# ---- parking_occupancy_counter ----
Figure 1. Wire density map (parking_occupancy_counter).
The bar under the picture is 20 um long. The die is cut into 15 by 21 equal tiles; dark purple is low, yellow is high, scaled to the fullest tile. Values are wire area over tile area, all layers added.
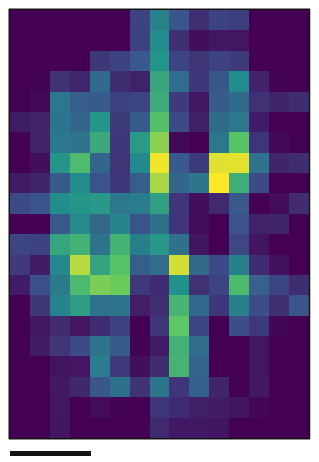

`config.mk`:
```
export PLATFORM = sky130hd
export DESIGN_NAME = parking_occupancy_counter
export DESIGN_NICKNAME = d
export VERILOG_FILES = /design/src/rtl/parking_occupancy_counter.sv
export SDC_FILE = /design/constraint.sdc
export NUM_CORES = 1
export LEC_CHECK = 0
export CELL_PAD_IN_SITES_DETAIL_PLACEMENT = 0
export CELL_PAD_IN_SITES_GLOBAL_PLACEMENT = 1
export CORE_ASPECT_RATIO = 1.5
export CORE_MARGIN = 5
export CORE_UTILIZATION = 30
export DETAILED_ROUTE_END_ITERATION = 6
export GPL_TIMING_DRIVEN = 1
export PLACE_DENSITY_LB_ADDON = 0.1
export SYNTH_ARGS = -nofsm -noshare
export SYNTH_HDL_FRONTEND = slang
export SYNTH_SLANG_ARGS = --single-unit
```
`constraint.sdc`:
```
create_clock -name clk -period 7.63 [get_ports clk]
set_clock_uncertainty 0.05 [all_clocks]
set_input_delay 1.526 -clock clk [delete_from_list [all_inputs] [get_ports clk]]
set_output_delay 1.526 -clock clk [all_outputs]
set_load 0.01 [all_outputs]
```
`src/rtl/parking_occupancy_counter.sv`:
```
// Parking lot occupancy counter with edge-detected enter/exit events,
// incremental BCD display digits, full/empty decode and sticky error flags.
//
// Ports:
//   clk       - system clock, rising edge
//   reset     - asynchronous, active-high reset
//   enter     - car-entered level from the gate sensor FSM
//   exit      - car-exited level from the gate sensor FSM
//   clr_err   - synchronous clear of ovf_err / unf_err
//   count     - binary occupancy, 0..CAPACITY
//   bcd2/1/0  - occupancy as BCD hundreds / tens / units
//   full      - count == CAPACITY
//   empty     - count == 0
//   ovf_err   - sticky: enter attempted while full
//   unf_err   - sticky: exit attempted while empty
//   upd       - one-cycle pulse in the cycle after count changed
module parking_occupancy_counter #(
    parameter int CAPACITY = 50
) (
    input  logic       clk,
    input  logic       reset,
    input  logic       enter,
    input  logic       exit,
    input  logic       clr_err,
    output logic [9:0] count,
    output logic [3:0] bcd2,
    output logic [3:0] bcd1,
    output logic [3:0] bcd0,
    output logic       full,
    output logic       empty,
    output logic       ovf_err,
    output logic       unf_err,
    output logic       upd
);

    localparam logic [9:0] CAP = 10'(CAPACITY);

    logic       enter_q;
    logic       exit_q;
    logic       ent_evt;
    logic       ext_evt;
    logic       inc;
    logic       dec;
    logic       ovf_set;
    logic       unf_set;
    logic [3:0] nbcd2;
    logic [3:0] nbcd1;
    logic [3:0] nbcd0;

    // Status decoded from the count register only, so it never
    // follows glitches on the sensor inputs.
    assign full  = (count == CAP);
    assign empty = (count == 10'd0);

    assign ent_evt = enter & ~enter_q;
    assign ext_evt = exit & ~exit_q;

    // Coincident enter and exit events cancel: nothing moves.
    assign inc     = ent_evt & ~ext_evt & (count < CAP);
    assign dec     = ext_evt & ~ent_evt & ~empty;
    assign ovf_set = ent_evt & ~ext_evt & full;
    assign unf_set = ext_evt & ~ent_evt & empty;

    // Decimal ripple: units wrap and carry/borrow into tens, tens into
    // hundreds. Bounded by CAPACITY, so hundreds never exceed 9.
    always_comb begin
        nbcd2 = bcd2;
        nbcd1 = bcd1;
        nbcd0 = bcd0;
        if (inc) begin
            if (bcd0 == 4'd9) begin
                nbcd0 = 4'd0;
                if (bcd1 == 4'd9) begin
                    nbcd1 = 4'd0;
                    nbcd2 = bcd2 + 4'd1;
                end else begin
                    nbcd1 = bcd1 + 4'd1;
                end
            end else begin
                nbcd0 = bcd0 + 4'd1;
            end
        end else if (dec) begin
            if (bcd0 == 4'd0) begin
                nbcd0 = 4'd9;
                if (bcd1 == 4'd0) begin
                    nbcd1 = 4'd9;
                    nbcd2 = bcd2 - 4'd1;
                end else begin
                    nbcd1 = bcd1 - 4'd1;
                end
            end else begin
                nbcd0 = bcd0 - 4'd1;
            end
        end
    end

    always_ff @(posedge clk or posedge reset) begin
        if (reset) begin
            enter_q <= 1'b0;
            exit_q  <= 1'b0;
            count   <= 10'd0;
            bcd2    <= 4'd0;
            bcd1    <= 4'd0;
            bcd0    <= 4'd0;
            ovf_err <= 1'b0;
            unf_err <= 1'b0;
            upd     <= 1'b0;
        end else begin
            enter_q <= enter;
            exit_q  <= exit;
            upd     <= inc | dec;
            if (inc) begin
                count <= count + 10'd1;
            end else if (dec) begin
                count <= count - 10'd1;
            end
            bcd2 <= nbcd2;
            bcd1 <= nbcd1;
            bcd0 <= nbcd0;
            // A new error wins over a simultaneous clear.
            ovf_err <= ovf_set | (ovf_err & ~clr_err);
            unf_err <= unf_set | (unf_err & ~clr_err);
        end
    end

endmodule

```
# ---- settings_loader_flat ----
$ cat src/rtl/settings_loader_if.sv
// Settings struct definitions shared with the silencer / ECAT-sync consumers,
// plus the BRAM read-port interface between the loader and the controller BRAM.
package settings;

  typedef struct packed {
    logic        update;
    logic        mode;
    logic [15:0] update_rate_intensity;
    logic [15:0] update_rate_phase;
    logic [15:0] completion_steps_intensity;
    logic [15:0] completion_steps_phase;
  } silencer_settings_t;

  typedef struct packed {
    logic        update;
    logic [31:0] ecat_sync_base_cnt;
    logic [63:0] ecat_sync_time;
  } sync_settings_t;

endpackage

interface settings_loader_if;
  logic [7:0]  bram_addr;
  logic [15:0] bram_dout;

  modport master (output bram_addr, input bram_dout);
  modport slave  (input bram_addr, output bram_dout);
endinterface

$ cat src/rtl/settings_loader.sv
// Polls the request-flag word in controller BRAM; a toggled bit triggers a burst
// read of that parameter group into shadow registers, then a one-cycle UPDATE.
module settings_loader
  import settings::*;
#(
  parameter logic [7:0]  ADDR_CTL_FLAG      = 8'h00,
  parameter logic [7:0]  ADDR_SILENCER_BASE = 8'h40,
  parameter logic [7:0]  ADDR_SYNC_BASE     = 8'h50,
  parameter int unsigned BRAM_LATENCY       = 2
) (
  input  logic               clk_i,
  input  logic               rst_ni,
  settings_loader_if.master  bram,
  output silencer_settings_t silencer_settings_o,
  output sync_settings_t     sync_settings_o,
  output logic               busy_o
);

  localparam int unsigned SIL_WORDS    = 5;
  localparam int unsigned SYNC_WORDS   = 6;
  localparam int unsigned SHADOW_WORDS = SYNC_WORDS - 1;
  localparam int unsigned CNT_W        = $clog2(SYNC_WORDS + BRAM_LATENCY + 1);

  localparam logic [CNT_W-1:0] WAIT_LAST     = CNT_W'(BRAM_LATENCY - 1);
  localparam logic [CNT_W-1:0] SIL_LAST      = CNT_W'(SIL_WORDS + BRAM_LATENCY - 1);
  localparam logic [CNT_W-1:0] SYNC_LAST     = CNT_W'(SYNC_WORDS + BRAM_LATENCY - 1);
  localparam logic [CNT_W-1:0] SIL_ADDR_END  = CNT_W'(SIL_WORDS - 1);
  localparam logic [CNT_W-1:0] SYNC_ADDR_END = CNT_W'(SYNC_WORDS - 1);

  typedef enum logic [2:0] {
    POLL,
    WAIT_FLAG,
    CHECK,
    LOAD_SIL,
    LOAD_SYNC,
    COMMIT
  } state_t;

  state_t             state_q, state_d;
  logic [CNT_W-1:0]   cnt_q, cnt_d;
  logic [7:0]         addr_q, addr_d;
  logic [1:0]         seen_q, seen_d;
  logic               grp_q, grp_d;
  logic [15:0]        shadow_q [SHADOW_WORDS];
  logic [SHADOW_WORDS-1:0] cap_en;
  silencer_settings_t sil_q, sil_d;
  sync_settings_t     sync_q, sync_d;
  logic               loading;

  assign loading = (state_q == LOAD_SIL) || (state_q == LOAD_SYNC);

  // Word k arrives BRAM_LATENCY cycles after its address, i.e. at load count k+latency.
  for (genvar gi = 0; gi < SHADOW_WORDS; gi++) begin : g_cap
    assign cap_en[gi] = loading && (cnt_q == CNT_W'(gi + BRAM_LATENCY));
  end

  always_ff @(posedge clk_i) begin
    if (!rst_ni) begin
      for (int i = 0; i < SHADOW_WORDS; i++) shadow_q[i] <= '0;
    end else begin
      for (int i = 0; i < SHADOW_WORDS; i++) begin
        if (cap_en[i]) shadow_q[i] <= bram.bram_dout;
      end
    end
  end

  always_comb begin
    state_d        = state_q;
    cnt_d          = cnt_q;
    addr_d         = addr_q;
    seen_d         = seen_q;
    grp_d          = grp_q;
    sil_d          = sil_q;
    sil_d.update   = 1'b0;
    sync_d         = sync_q;
    sync_d.update  = 1'b0;

    unique case (state_q)
      POLL: begin
        addr_d  = ADDR_CTL_FLAG;
        cnt_d   = '0;
        state_d = WAIT_FLAG;
      end
      WAIT_FLAG: begin
        if (cnt_q == WAIT_LAST) state_d = CHECK;
        else                    cnt_d   = cnt_q + 1'b1;
      end
      CHECK: begin
        cnt_d = '0;
        if (bram.bram_dout[0] != seen_q[0]) begin
          state_d = LOAD_SIL;
          grp_d   = 1'b0;
          addr_d  = ADDR_SILENCER_BASE;
        end else if (bram.bram_dout[1] != seen_q[1]) begin
          state_d = LOAD_SYNC;
          grp_d   = 1'b1;
          addr_d  = ADDR_SYNC_BASE;
        end else begin
          state_d = POLL;
        end
      end
      LOAD_SIL: begin
        cnt_d  = cnt_q + 1'b1;
        addr_d = (cnt_q < SIL_ADDR_END) ? ADDR_SILENCER_BASE + 8'(cnt_q) + 8'd1 : ADDR_CTL_FLAG;
        // The last word is taken straight from the BRAM so the outputs land in COMMIT.
        if (cnt_q == SIL_LAST) begin
          state_d                          = COMMIT;
          sil_d.update                     = 1'b1;
          sil_d.mode                       = shadow_q[0][0];
          sil_d.update_rate_intensity      = shadow_q[1];
          sil_d.update_rate_phase          = shadow_q[2];
          sil_d.completion_steps_intensity = shadow_q[3];
          sil_d.completion_steps_phase     = bram.bram_dout;
        end
      end
      LOAD_SYNC: begin
        cnt_d  = cnt_q + 1'b1;
        addr_d = (cnt_q < SYNC_ADDR_END) ? ADDR_SYNC_BASE + 8'(cnt_q) + 8'd1 : ADDR_CTL_FLAG;
        if (cnt_q == SYNC_LAST) begin
          state_d                   = COMMIT;
          sync_d.update             = 1'b1;
          sync_d.ecat_sync_base_cnt = {shadow_q[1], shadow_q[0]};
          sync_d.ecat_sync_time     = {bram.bram_dout, shadow_q[4], shadow_q[3], shadow_q[2]};
        end
      end
      COMMIT: begin
        seen_d[grp_q] = ~seen_q[grp_q];
        state_d       = POLL;
      end
      default: state_d = POLL;
    endcase
  end

  always_ff @(posedge clk_i) begin
    if (!rst_ni) begin
      state_q <= POLL;
      cnt_q   <= '0;
      addr_q  <= ADDR_CTL_FLAG;
      seen_q  <= '0;
      grp_q   <= 1'b0;
      sil_q   <= '0;
      sync_q  <= '0;
    end else begin
      state_q <= state_d;
      cnt_q   <= cnt_d;
      addr_q  <= addr_d;
      seen_q  <= seen_d;
      grp_q   <= grp_d;
      sil_q   <= sil_d;
      sync_q  <= sync_d;
    end
  end

  assign bram.bram_addr      = addr_q;
  assign silencer_settings_o = sil_q;
  assign sync_settings_o     = sync_q;
  assign busy_o              = (state_q == LOAD_SIL) || (state_q == LOAD_SYNC) || (state_q == COMMIT);

endmodule
$ cat src/flat_wrapper.sv
// flat-port wrapper written by rule: the top's interface ports become plain ports
module settings_loader_flat import settings::*;
#(
  parameter logic [7:0]  ADDR_CTL_FLAG      = 8'h00,
  parameter logic [7:0]  ADDR_SILENCER_BASE = 8'h40,
  parameter logic [7:0]  ADDR_SYNC_BASE     = 8'h50,
  parameter int unsigned BRAM_LATENCY       = 2
)
  (clk_i, rst_ni, silencer_settings_o, sync_settings_o, busy_o, bram_bram_addr, bram_bram_dout);
  settings_loader_if bram_i ();
  input  logic clk_i;
  input  logic rst_ni;
  output silencer_settings_t silencer_settings_o;
  output sync_settings_t sync_settings_o;
  output logic busy_o;
  output wire logic [$bits(bram_i.bram_addr)-1:0] bram_bram_addr;
  input wire logic [$bits(bram_i.bram_dout)-1:0] bram_bram_dout;
  assign bram_bram_addr = bram_i.bram_addr;
  assign bram_i.bram_dout = bram_bram_dout;
  settings_loader #(.ADDR_CTL_FLAG(ADDR_CTL_FLAG), .ADDR_SILENCER_BASE(ADDR_SILENCER_BASE), .ADDR_SYNC_BASE(ADDR_SYNC_BASE), .BRAM_LATENCY(BRAM_LATENCY)) u_core (.clk_i(clk_i), .rst_ni(rst_ni), .bram(bram_i), .silencer_settings_o(silencer_settings_o), .sync_settings_o(sync_settings_o), .busy_o(busy_o));
endmodule
$ cat config.mk
export PLATFORM = sky130hd
export DESIGN_NAME = settings_loader_flat
export DESIGN_NICKNAME = d
export VERILOG_FILES = /design/src/rtl/settings_loader_if.sv /design/src/rtl/settings_loader.sv /design/src/flat_wrapper.sv
export SDC_FILE = /design/constraint.sdc
export NUM_CORES = 1
export LEC_CHECK = 0
export CAP_MARGIN = 20
export CORE_MARGIN = 4
export CORE_UTILIZATION = 51
export DETAILED_ROUTE_END_ITERATION = 8
export GPL_TIMING_DRIVEN = 0
export HOLD_SLACK_MARGIN = 0.08
export PLACE_DENSITY_LB_ADDON = 0.12
export SETUP_SLACK_MARGIN = 0.2
export SKIP_LAST_GASP = 1
export SYNTH_ARGS = -nofsm -noshare
export SYNTH_HDL_FRONTEND = slang
export SYNTH_SLANG_ARGS = --single-unit
export TNS_END_PERCENT = 30
$ cat constraint.sdc
create_clock -name clk_i -period 3.9 [get_ports clk_i]
set_input_delay 0.78 -clock clk_i [delete_from_list [all_inputs] [get_ports clk_i]]
set_output_delay 0.78 -clock clk_i [all_outputs]
set_load 0.01 [all_outputs]
# ---- lvds_echo_fpga_top ----
[src/rtl/lvds_echo_fpga_top_pkg.sv]
// Shared widths and serializer state encoding for the LVDS echo model.
package lvds_echo_fpga_top_pkg;

    localparam int FLIT_W           = 32;
    localparam int LINK_W           = 4;
    localparam int NIBBLES_PER_FLIT = FLIT_W / LINK_W;

    typedef enum logic {
        IDLE = 1'b0,
        SEND = 1'b1
    } serState_e;

endpackage

[src/rtl/lvds_echo_fpga_top_flit_fifo.sv]
// Synchronous FIFO with full/empty/count; push when full and pop when empty are ignored.
module flit_fifo #(
    parameter int WIDTH = 32,
    parameter int DEPTH = 2,
    localparam int PTR_W = (DEPTH > 1) ? $clog2(DEPTH) : 1,
    localparam int CNT_W = $clog2(DEPTH + 1)
) (
    input  logic             clk,
    input  logic             rst,
    input  logic             push,
    input  logic [WIDTH-1:0] pushData,
    input  logic             pop,
    output logic [WIDTH-1:0] headData,
    output logic             full,
    output logic             empty,
    output logic [CNT_W-1:0] count
);

    logic [WIDTH-1:0] mem [DEPTH];
    logic [PTR_W-1:0] wrPtr;
    logic [PTR_W-1:0] rdPtr;
    logic             doPush;
    logic             doPop;

    function automatic logic [PTR_W-1:0] nextPtr(input logic [PTR_W-1:0] p);
        return (p == PTR_W'(DEPTH - 1)) ? '0 : p + PTR_W'(1);
    endfunction

    assign full     = (count == CNT_W'(DEPTH));
    assign empty    = (count == '0);
    assign doPush   = push && !full;
    assign doPop    = pop && !empty;
    assign headData = mem[rdPtr];

    always_ff @(posedge clk) begin
        if (doPush) begin
            mem[wrPtr] <= pushData;
        end
    end

    always_ff @(posedge clk) begin
        if (rst) begin
            wrPtr <= '0;
            rdPtr <= '0;
            count <= '0;
        end else begin
            if (doPush) begin
                wrPtr <= nextPtr(wrPtr);
            end
            if (doPop) begin
                rdPtr <= nextPtr(rdPtr);
            end
            case ({doPush, doPop})
                2'b10:   count <= count + CNT_W'(1);
                2'b01:   count <= count - CNT_W'(1);
                default: count <= count;
            endcase
        end
    end

endmodule

[src/rtl/lvds_echo_fpga_top.sv]
// Two-FPGA LVDS echo model: flits go out as nibbles, bounce off a one-register
// partner model and are reassembled into the output FIFO.
//
// state | meaning
// IDLE  | no flit on the outgoing link, txValid low
// SEND  | driving nibble txCnt of the current flit, MS nibble first
module lvds_echo_fpga_top
    import lvds_echo_fpga_top_pkg::*;
#(
    parameter int IN_DEPTH  = 2,
    parameter int OUT_DEPTH = 2
) (
    input  logic              CLK,
    input  logic              RST_N,
    input  logic [FLIT_W-1:0] putFlit0_put,
    input  logic              EN_putFlit0_put,
    output logic              RDY_putFlit0_put,
    input  logic              EN_getFlit0_get,
    output logic [FLIT_W-1:0] getFlit0_get,
    output logic              RDY_getFlit0_get
);

    localparam int IN_CW  = $clog2(IN_DEPTH + 1);
    localparam int OUT_CW = $clog2(OUT_DEPTH + 1);
    localparam int SUM_W  = OUT_CW + 1;
    localparam int CNT_W  = $clog2(NIBBLES_PER_FLIT);
    localparam int SH_W   = FLIT_W - LINK_W;

    logic              inPush, inPop, inFull, inEmpty;
    logic [FLIT_W-1:0] inHead;
    logic [IN_CW-1:0]  inCount;

    logic              outPush, outPop, outFull, outEmpty;
    logic [FLIT_W-1:0] outHead;
    logic [OUT_CW-1:0] outCount;
    logic [FLIT_W-1:0] outData;

    serState_e         serState;
    logic [CNT_W-1:0]  txCnt;
    logic [FLIT_W-1:0] txRest;
    logic [LINK_W-1:0] txNib;
    logic              txValid;

    logic              echoValid;
    logic [LINK_W-1:0] echoNib;
    logic [SH_W-1:0]   rxShift;
    logic [CNT_W-1:0]  rxLeft;
    logic [OUT_CW-1:0] inflight;

    logic startOk;
    logic lastNib;
    logic unusedSignals;

    assign RDY_putFlit0_put = !inFull;
    assign RDY_getFlit0_get = !outEmpty;
    assign getFlit0_get     = outEmpty ? '0 : outHead;
    assign inPush           = EN_putFlit0_put && !inFull;
    assign outPop           = EN_getFlit0_get && !outEmpty;
    assign unusedSignals    = ^{inCount, outFull};

    // Credit gate: a flit may only leave once the output FIFO has a slot reserved for it.
    assign startOk = !inEmpty && ((SUM_W'(outCount) + SUM_W'(inflight)) < SUM_W'(OUT_DEPTH));
    assign lastNib = (txCnt == CNT_W'(NIBBLES_PER_FLIT - 1));
    assign inPop   = startOk && ((serState == IDLE) || lastNib);

    assign outPush = echoValid && (rxLeft == '0);
    assign outData = {rxShift, echoNib};

    flit_fifo #(.WIDTH(FLIT_W), .DEPTH(IN_DEPTH)) inFifo (
        .clk      (CLK),
        .rst      (RST_N),
        .push     (inPush),
        .pushData (putFlit0_put),
        .pop      (inPop),
        .headData (inHead),
        .full     (inFull),
        .empty    (inEmpty),
        .count    (inCount)
    );

    flit_fifo #(.WIDTH(FLIT_W), .DEPTH(OUT_DEPTH)) outFifo (
        .clk      (CLK),
        .rst      (RST_N),
        .push     (outPush),
        .pushData (outData),
        .pop      (outPop),
        .headData (outHead),
        .full     (outFull),
        .empty    (outEmpty),
        .count    (outCount)
    );

    always_ff @(posedge CLK) begin
        if (RST_N) begin
            serState <= IDLE;
            txValid  <= 1'b0;
            txNib    <= '0;
            txCnt    <= '0;
            txRest   <= '0;
        end else if (inPop) begin
            serState <= SEND;
            txValid  <= 1'b1;
            txNib    <= inHead[FLIT_W-1 -: LINK_W];
            txRest   <= inHead << LINK_W;
            txCnt    <= '0;
        end else if (serState == SEND) begin
            if (lastNib) begin
                serState <= IDLE;
                txValid  <= 1'b0;
            end else begin
                txCnt  <= txCnt + CNT_W'(1);
                txNib  <= txRest[FLIT_W-1 -: LINK_W];
                txRest <= txRest << LINK_W;
            end
        end
    end

    // Partner echo register and receive side; rxLeft counts down to the final nibble.
    always_ff @(posedge CLK) begin
        if (RST_N) begin
            echoValid <= 1'b0;
            echoNib   <= '0;
            rxShift   <= '0;
            rxLeft    <= CNT_W'(NIBBLES_PER_FLIT - 1);
            inflight  <= '0;
        end else begin
            echoValid <= txValid;
            echoNib   <= txNib;
            if (echoValid) begin
                rxShift <= {rxShift[SH_W-LINK_W-1:0], echoNib};
                rxLeft  <= (rxLeft == '0) ? CNT_W'(NIBBLES_PER_FLIT - 1) : rxLeft - CNT_W'(1);
            end
            case ({inPop, outPush})
                2'b10:   inflight <= inflight + OUT_CW'(1);
                2'b01:   inflight <= inflight - OUT_CW'(1);
                default: inflight <= inflight;
            endcase
        end
    end

endmodule

[config.mk]
export PLATFORM = sky130hd
export DESIGN_NAME = lvds_echo_fpga_top
export DESIGN_NICKNAME = d
export VERILOG_FILES = /design/src/rtl/lvds_echo_fpga_top_pkg.sv /design/src/rtl/lvds_echo_fpga_top_flit_fifo.sv /design/src/rtl/lvds_echo_fpga_top.sv
export SDC_FILE = /design/constraint.sdc
export NUM_CORES = 1
export LEC_CHECK = 0
export ABC_AREA = 1
export CAP_MARGIN = 5
export CORE_MARGIN = 5
export CORE_UTILIZATION = 52
export CTS_CLUSTER_SIZE = 28
export DETAILED_ROUTE_END_ITERATION = 10
export PLACE_DENSITY = 0.73
export SETUP_SLACK_MARGIN = 0.1
export SLEW_MARGIN = 15
export SYNTH_ARGS = -nofsm -noshare
export SYNTH_HDL_FRONTEND = slang
export SYNTH_SLANG_ARGS = --single-unit
[constraint.sdc]
create_clock -name CLK -period 5.5 [get_ports CLK]
set_clock_uncertainty 0.05 [all_clocks]
set_input_delay 1.1 -clock CLK [delete_from_list [all_inputs] [get_ports CLK]]
set_output_delay 1.1 -clock CLK [all_outputs]
set_load 0.05 [all_outputs]
Figure 2. Placement view (parking_occupancy_counter).
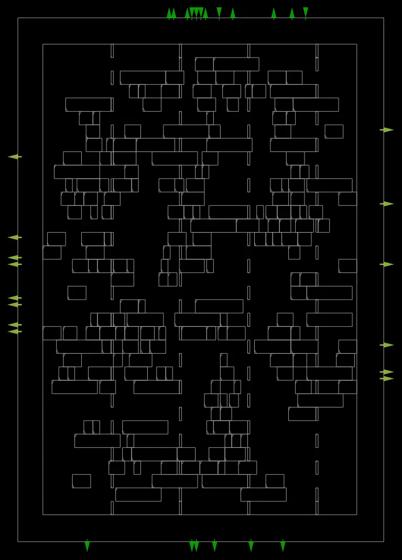
Non-Filler Instances: 288
row cnt: 35
Seq Cell Count: 27
final core occ: 0.371
n_taps: 74

## Picture notes: Figure 1
emptiest ninth of the die	bottom right
nearly empty tiles	28%
tiles over half the peak	12%

==> results.toml, parking_occupancy_counter <==
# yosys + openroad results
[power]
power.density_mw_per_mm2 = 390
vdd_drop_max_mv = 0.203
p_int_uw = 495
leakagePower_nw = 0.942
sw_frac_of_total = 0.435
comb_power_share = 0.568

[global_routing]
grt_pass1_vias = 1592
grt_antenna_before_repair = 0
gr-total-overflow = 0
use_met3 = 0.0199
grt_usage = 0.127
grt_pass1_wl_um = 7780
busiest_layer = "met2"
use_met2 = 0.238

[synthesis]
yosysCellCount = 187
yosysMostFrequentCell = "dfrtp_1"
yosys_warnings = 0
netlist_area_mm2 = 0.00184
synth-async-reset-ratio = 1.00
yosys-stat-area_mm2 = 0.00184

[die]
floorplan.core_util = 0.305
core_mm2 = 0.00604
io_pins = 32
die_h_um = 106
die_area_mm2 = 0.00784

[clock_network]
clkTransAtPathRegs_ns = 0.10
htree_num_levels = 1
cts_resized = 0
hold_buffers = 0
cts_root_buffer = "clkbuf_8"
clock_latency_ns = 0.27
clock_path_buffers = 2
clock_sinks = 27

[final_layout]
n_all_inverters = 10
clock_area_frac = 0.0206
antenna_cells = 0
layout-drive-gt1-share = 0.0794
layout.nets = 232
lay_top_count = "clkdlybuf4s50_1"
top_register = "count"
area_delta_synth_final_pct = 21.9
fin_area_mm2 = 0.00224
nNonClkBuffers = 32
buf_share = 0.142
largest_reg_flops = 10
layout_top_cells = "clkdlybuf4s50_1, dfrtp_1, nand2_1"

[setup_path]
path_buffers = 1
crit_type = "in -> reg"
cp.arrival_ns = 4.76
crit_chain = "clkdlybuf4s50_1, nor2b_1, nand4_2, ha_1, a211oi_1, o211ai_1, a41o_1, mux2i_1, o22a_1"
r2r_start = "count[1]"
slowest_delay_ns = 0.64
cp_max_fo = 21

[timing]
finalHoldViolCount = 0
worstMarginPinSlew_ns = 0.868
finalClockPeriodUsage = 0.608
hold_slack_ns = 0.421
fin_ws_ns = 2.99
period_needed_ns = 4.64

[placed_design]
place_inst = 284
place.gp.congestion = 0.759

[flow_run]
cap_viol_max_count = 0

[drt]
postRouteAntennaNets = 0
drt-pass1-iter-count = 4
route.detailed.drc = 0
dr_wl_met2_um = 2550

[outcome]
status = "finished, final reports clean"

[min_path]
min_to = "bcd2[3]"
## parking_occupancy_counter: power groups by stage
stage / registers [mW] / logic, mW / clock network (mW)
6_report: 0.293 / 0.498 / 0.0851
5_1_grt: 0.306 / 0.562 / 0.0931
4_1_cts: 0.295 / 0.507 / 0.0886
3_5_place_dp: 0.298 / 0.503 / 0
3_3_place_gp: 0.298 / 0.499 / 0
2_1_floorplan: 0.281 / 0.337 / 0
## parking_occupancy_counter: cell families after synthesis
group / share of synthesized area
mux: 0.0414
xor+xnor: 0.0618
buf+inv: 0.0496
compound gates: 0.200
fa+ha+maj: 0.0897
flops: 0.367
simple gates: 0.191
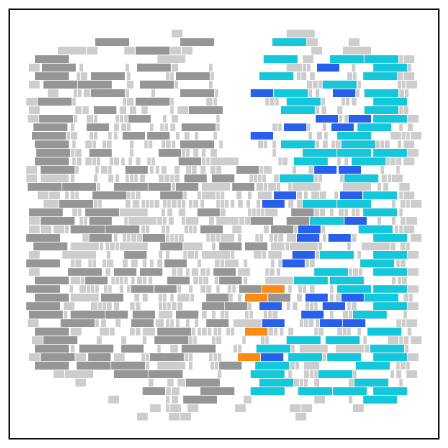
Figure 3: lvds_echo_fpga_top, sequential cells grouped by signal name.
Other sequential cells in the stronger grey, the rest of the logic in the fainter grey.
netlist name	colour	flops
`rxShift`	blue	28
`outFifo.mem`	cyan	64
`echoNib`	orange	4
not coloured	117

==> results.toml, lvds_echo_fpga_top <==
# yosys + openroad results
[global_routing]
busiest_layer = "met2"
grt_pass1_wl_um = 25600
gr-total-overflow = 0

[final_layout]
reg_top3 = "inFifo.mem: 64 flops, outFifo.mem: 64 flops"
fin_area_mm2 = 0.00980
stdcell_count = 1107
fillers = 1272
layout.nets = 919
area_delta_synth_final_pct = 17.4
layout-drive-gt1-share = 0.0786

[synthesis]
netlist_area_mm2 = 0.00835
synth-edff-count = 128
ys_top_logic_family = "simple AND/OR/NAND/NOR gates"
synth-xor-area-share = 0.00210
yosys-top-cells-count = "nand2_1, edfxtp_1, nor2_1, dfxtp_1, nand3_1"
synthMuxAreaShare = 0.00479
simple_gate_share = 0.210
synth_cells = 818
yosys_warnings = 0
ys.flops = 213
yosys.cell_types.count = 30
yosys-stat-area_mm2 = 0.00835
synth_area_leader_cell = "edfxtp_1"
ys_sh_adder = 0.0129

[drt]
top_layer_used = "met4"
route.detailed.drc = 0
num_vias = 5464
met1Wirelength_um = 6560
drt-total-wl_um = 15100

[timing]
period_needed_ns = 4.12
slew_viol_final = 0
setup_viol = 0
worstMarginPinSlew_ns = 0.998
setup-tns-final_ns = 0
slew_headroom = 0.334
max_freq_mhz = 242
hold_slack_ns = 0.372
finalClockPeriodUsage = 0.750
grt_setup_unrepaired = "no"

[power]
leakagePower_nw = 3.91
power.density_mw_per_mm2 = 449
sw_frac_of_total = 0.293
pg_clk_mw = 1.42
pg_comb_uw = 872
p_sw_mw = 1.29

[setup_path]
reg2reg_depth = 11
cp.depth = 5
r2r_start = "outFifo.count[0]"
slowest_delay_ns = 0.84
cp.arrival_ns = 2.97
crit_chain = "buf_4, inv_1, nand2_1, a21oi_1, clkdlybuf4s50_1"

[die]
io_pins = 70
die_area_mm2 = 0.0187
die_w_um = 137

[outcome]
status = "finished, final reports clean"

[placed_design]
place_ws_ns = 1.89
place_inst = 1067
hpwl_um = 9000

[min_path]
worst_hold_path.num_cells = 2

[clock_network]
htree_num_levels = 1
cts_resized = 0
hold_buffers = 0

[flow_run]
cap_viol_max_count = 0
==> lvds_echo_fpga_top: area by class of cell <==
class,instances,area (um^2),share of cell area
Timing Repair Buffer,76,743,0.0758
Inverter,42,163,0.0166
Multi-Input combinational cell,520,2380,0.243
Tap cell,216,270,0.0276
Clock buffer,34,647,0.0660
Clock inverter,6,56.3,0.00574
Sequential cell,213,5550,0.566
==> lvds_echo_fpga_top: tightest hold or removal path: stages (launching register included) <==
cell,delay (ns)
dfxtp_1,0.29
inv_1,0.04
nor2_1,0.04
Figure 4. Sequential cells grouped by signal name (settings_loader_flat).
Other sequential cells in the stronger grey, the rest of the logic in the fainter grey.
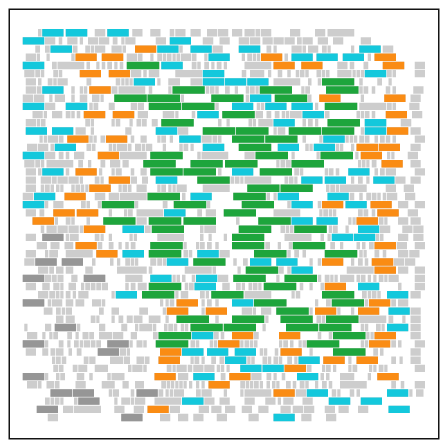
netlist name	colour	flops
`u_core.shadow_q`	green	80
`u_core.sync_settings_o`	cyan	97
`u_core.silencer_settings_o`	orange	66
not coloured	17

==> results.toml, settings_loader_flat <==
# yosys + openroad results
[outcome]
status = "finished, final reports clean"

[power]
power.density_mw_per_mm2 = 457
seqPwrFrac = 0.516
pg_comb_uw = 338
maxPowerGroup = "sequential cells"

[timing]
max_freq_mhz = 370
finalHoldViolCount = 0
slew_viol_final = 0
skew_ns = 0.00653

[synthesis]
syn_area_per_cell_um2 = 9.69
yosys.area_share.aoi = 0.119
simple_gate_share = 0.178
netlist_area_mm2 = 0.00918
yosysMostFrequentCell = "nand2_1"

[setup_path]
cp.depth = 3
required_ns = 3.12
worst_setup_path_start_kind = "flop"
cp_max_fo = 10
r2r_slack_ns = 1.28
crit_chain = "clkbuf_1, o21ai_0, clkdlybuf4s50_1"

[final_layout]
nNonClkBuffers = 257
area_delta_synth_final_pct = 32.9
layout_top_cells = "nand2_1, clkdlybuf4s50_1, dfxtp_1"
layout.nets = 1190
seq_cell_count = 260
seq_share = 0.492
largest_reg_flops = 97
num-multi-input-gates = 612

[die]
rows = 48
tap_cells = 225
core_mm2 = 0.0175
die_area_mm2 = 0.0202

[clock_network]
cts_root_buffer = "clkbuf_16"
clock_path_buffers = 3
cts_setup_buffers = 0
hold_buffers = 0

[min_path]
min_to = "u_core.bram.bram_addr[5]"

[drt]
met1Wirelength_um = 10900

[global_routing]
grt_max_degree = 17
use_met2 = 0.413

[placed_design]
hpwl_um = 18100
## settings_loader_flat: per-stage QoR
step | instances | setup WS [ns]
after floorplan | 948 | 0.685
after global placement | 1360 | -0.407
after detailed placement | 1364 | 1.15
after CTS | 1412 | 1.18
after global routing | 1412 | 1.05
final | 1412 | 1.20
## settings_loader_flat: worst reg2reg max path, stage by stage, from the launching register on
cell	delay (ns)
dfxtp_1	0.37
or3b_1	0.38
buf_2	0.18
and2_1	0.25
nand3b_1	0.27
o21ai_2	0.79

==> layout pictures side by side <==
Clock network drawn from the DEF.
shot_01.png
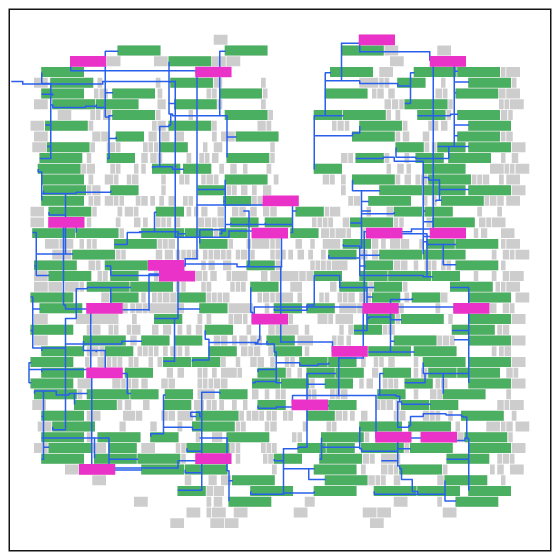
shot_02.png
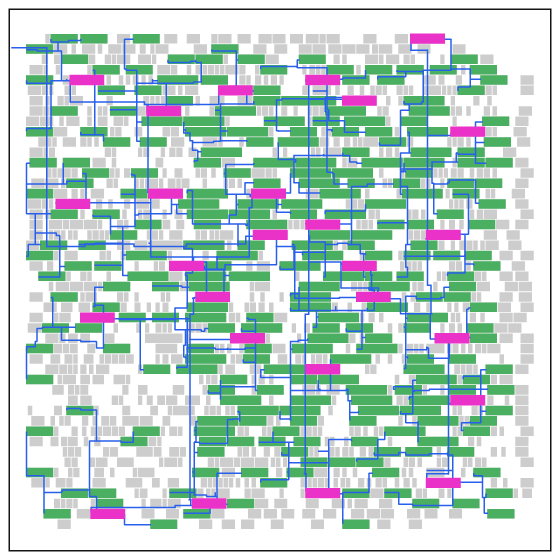
shot_03.png
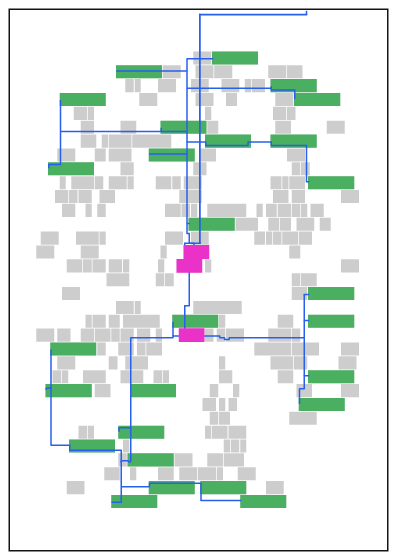
The one with the most sequential cells is shot_02.png.
The one with the fewest sequential cells is shot_03.png.
- shot_01.png = lvds_echo_fpga_top
- shot_02.png = settings_loader_flat
- shot_03.png = parking_occupancy_counter

Key to shot_02.png:
[flip-flops] green | count: 260
[clock wires] blue | length: 2850 um
[clock drivers] magenta | count: 26
flops lie	all over the die
routed clock nets	27


Power and IR drop assume default switching activity.
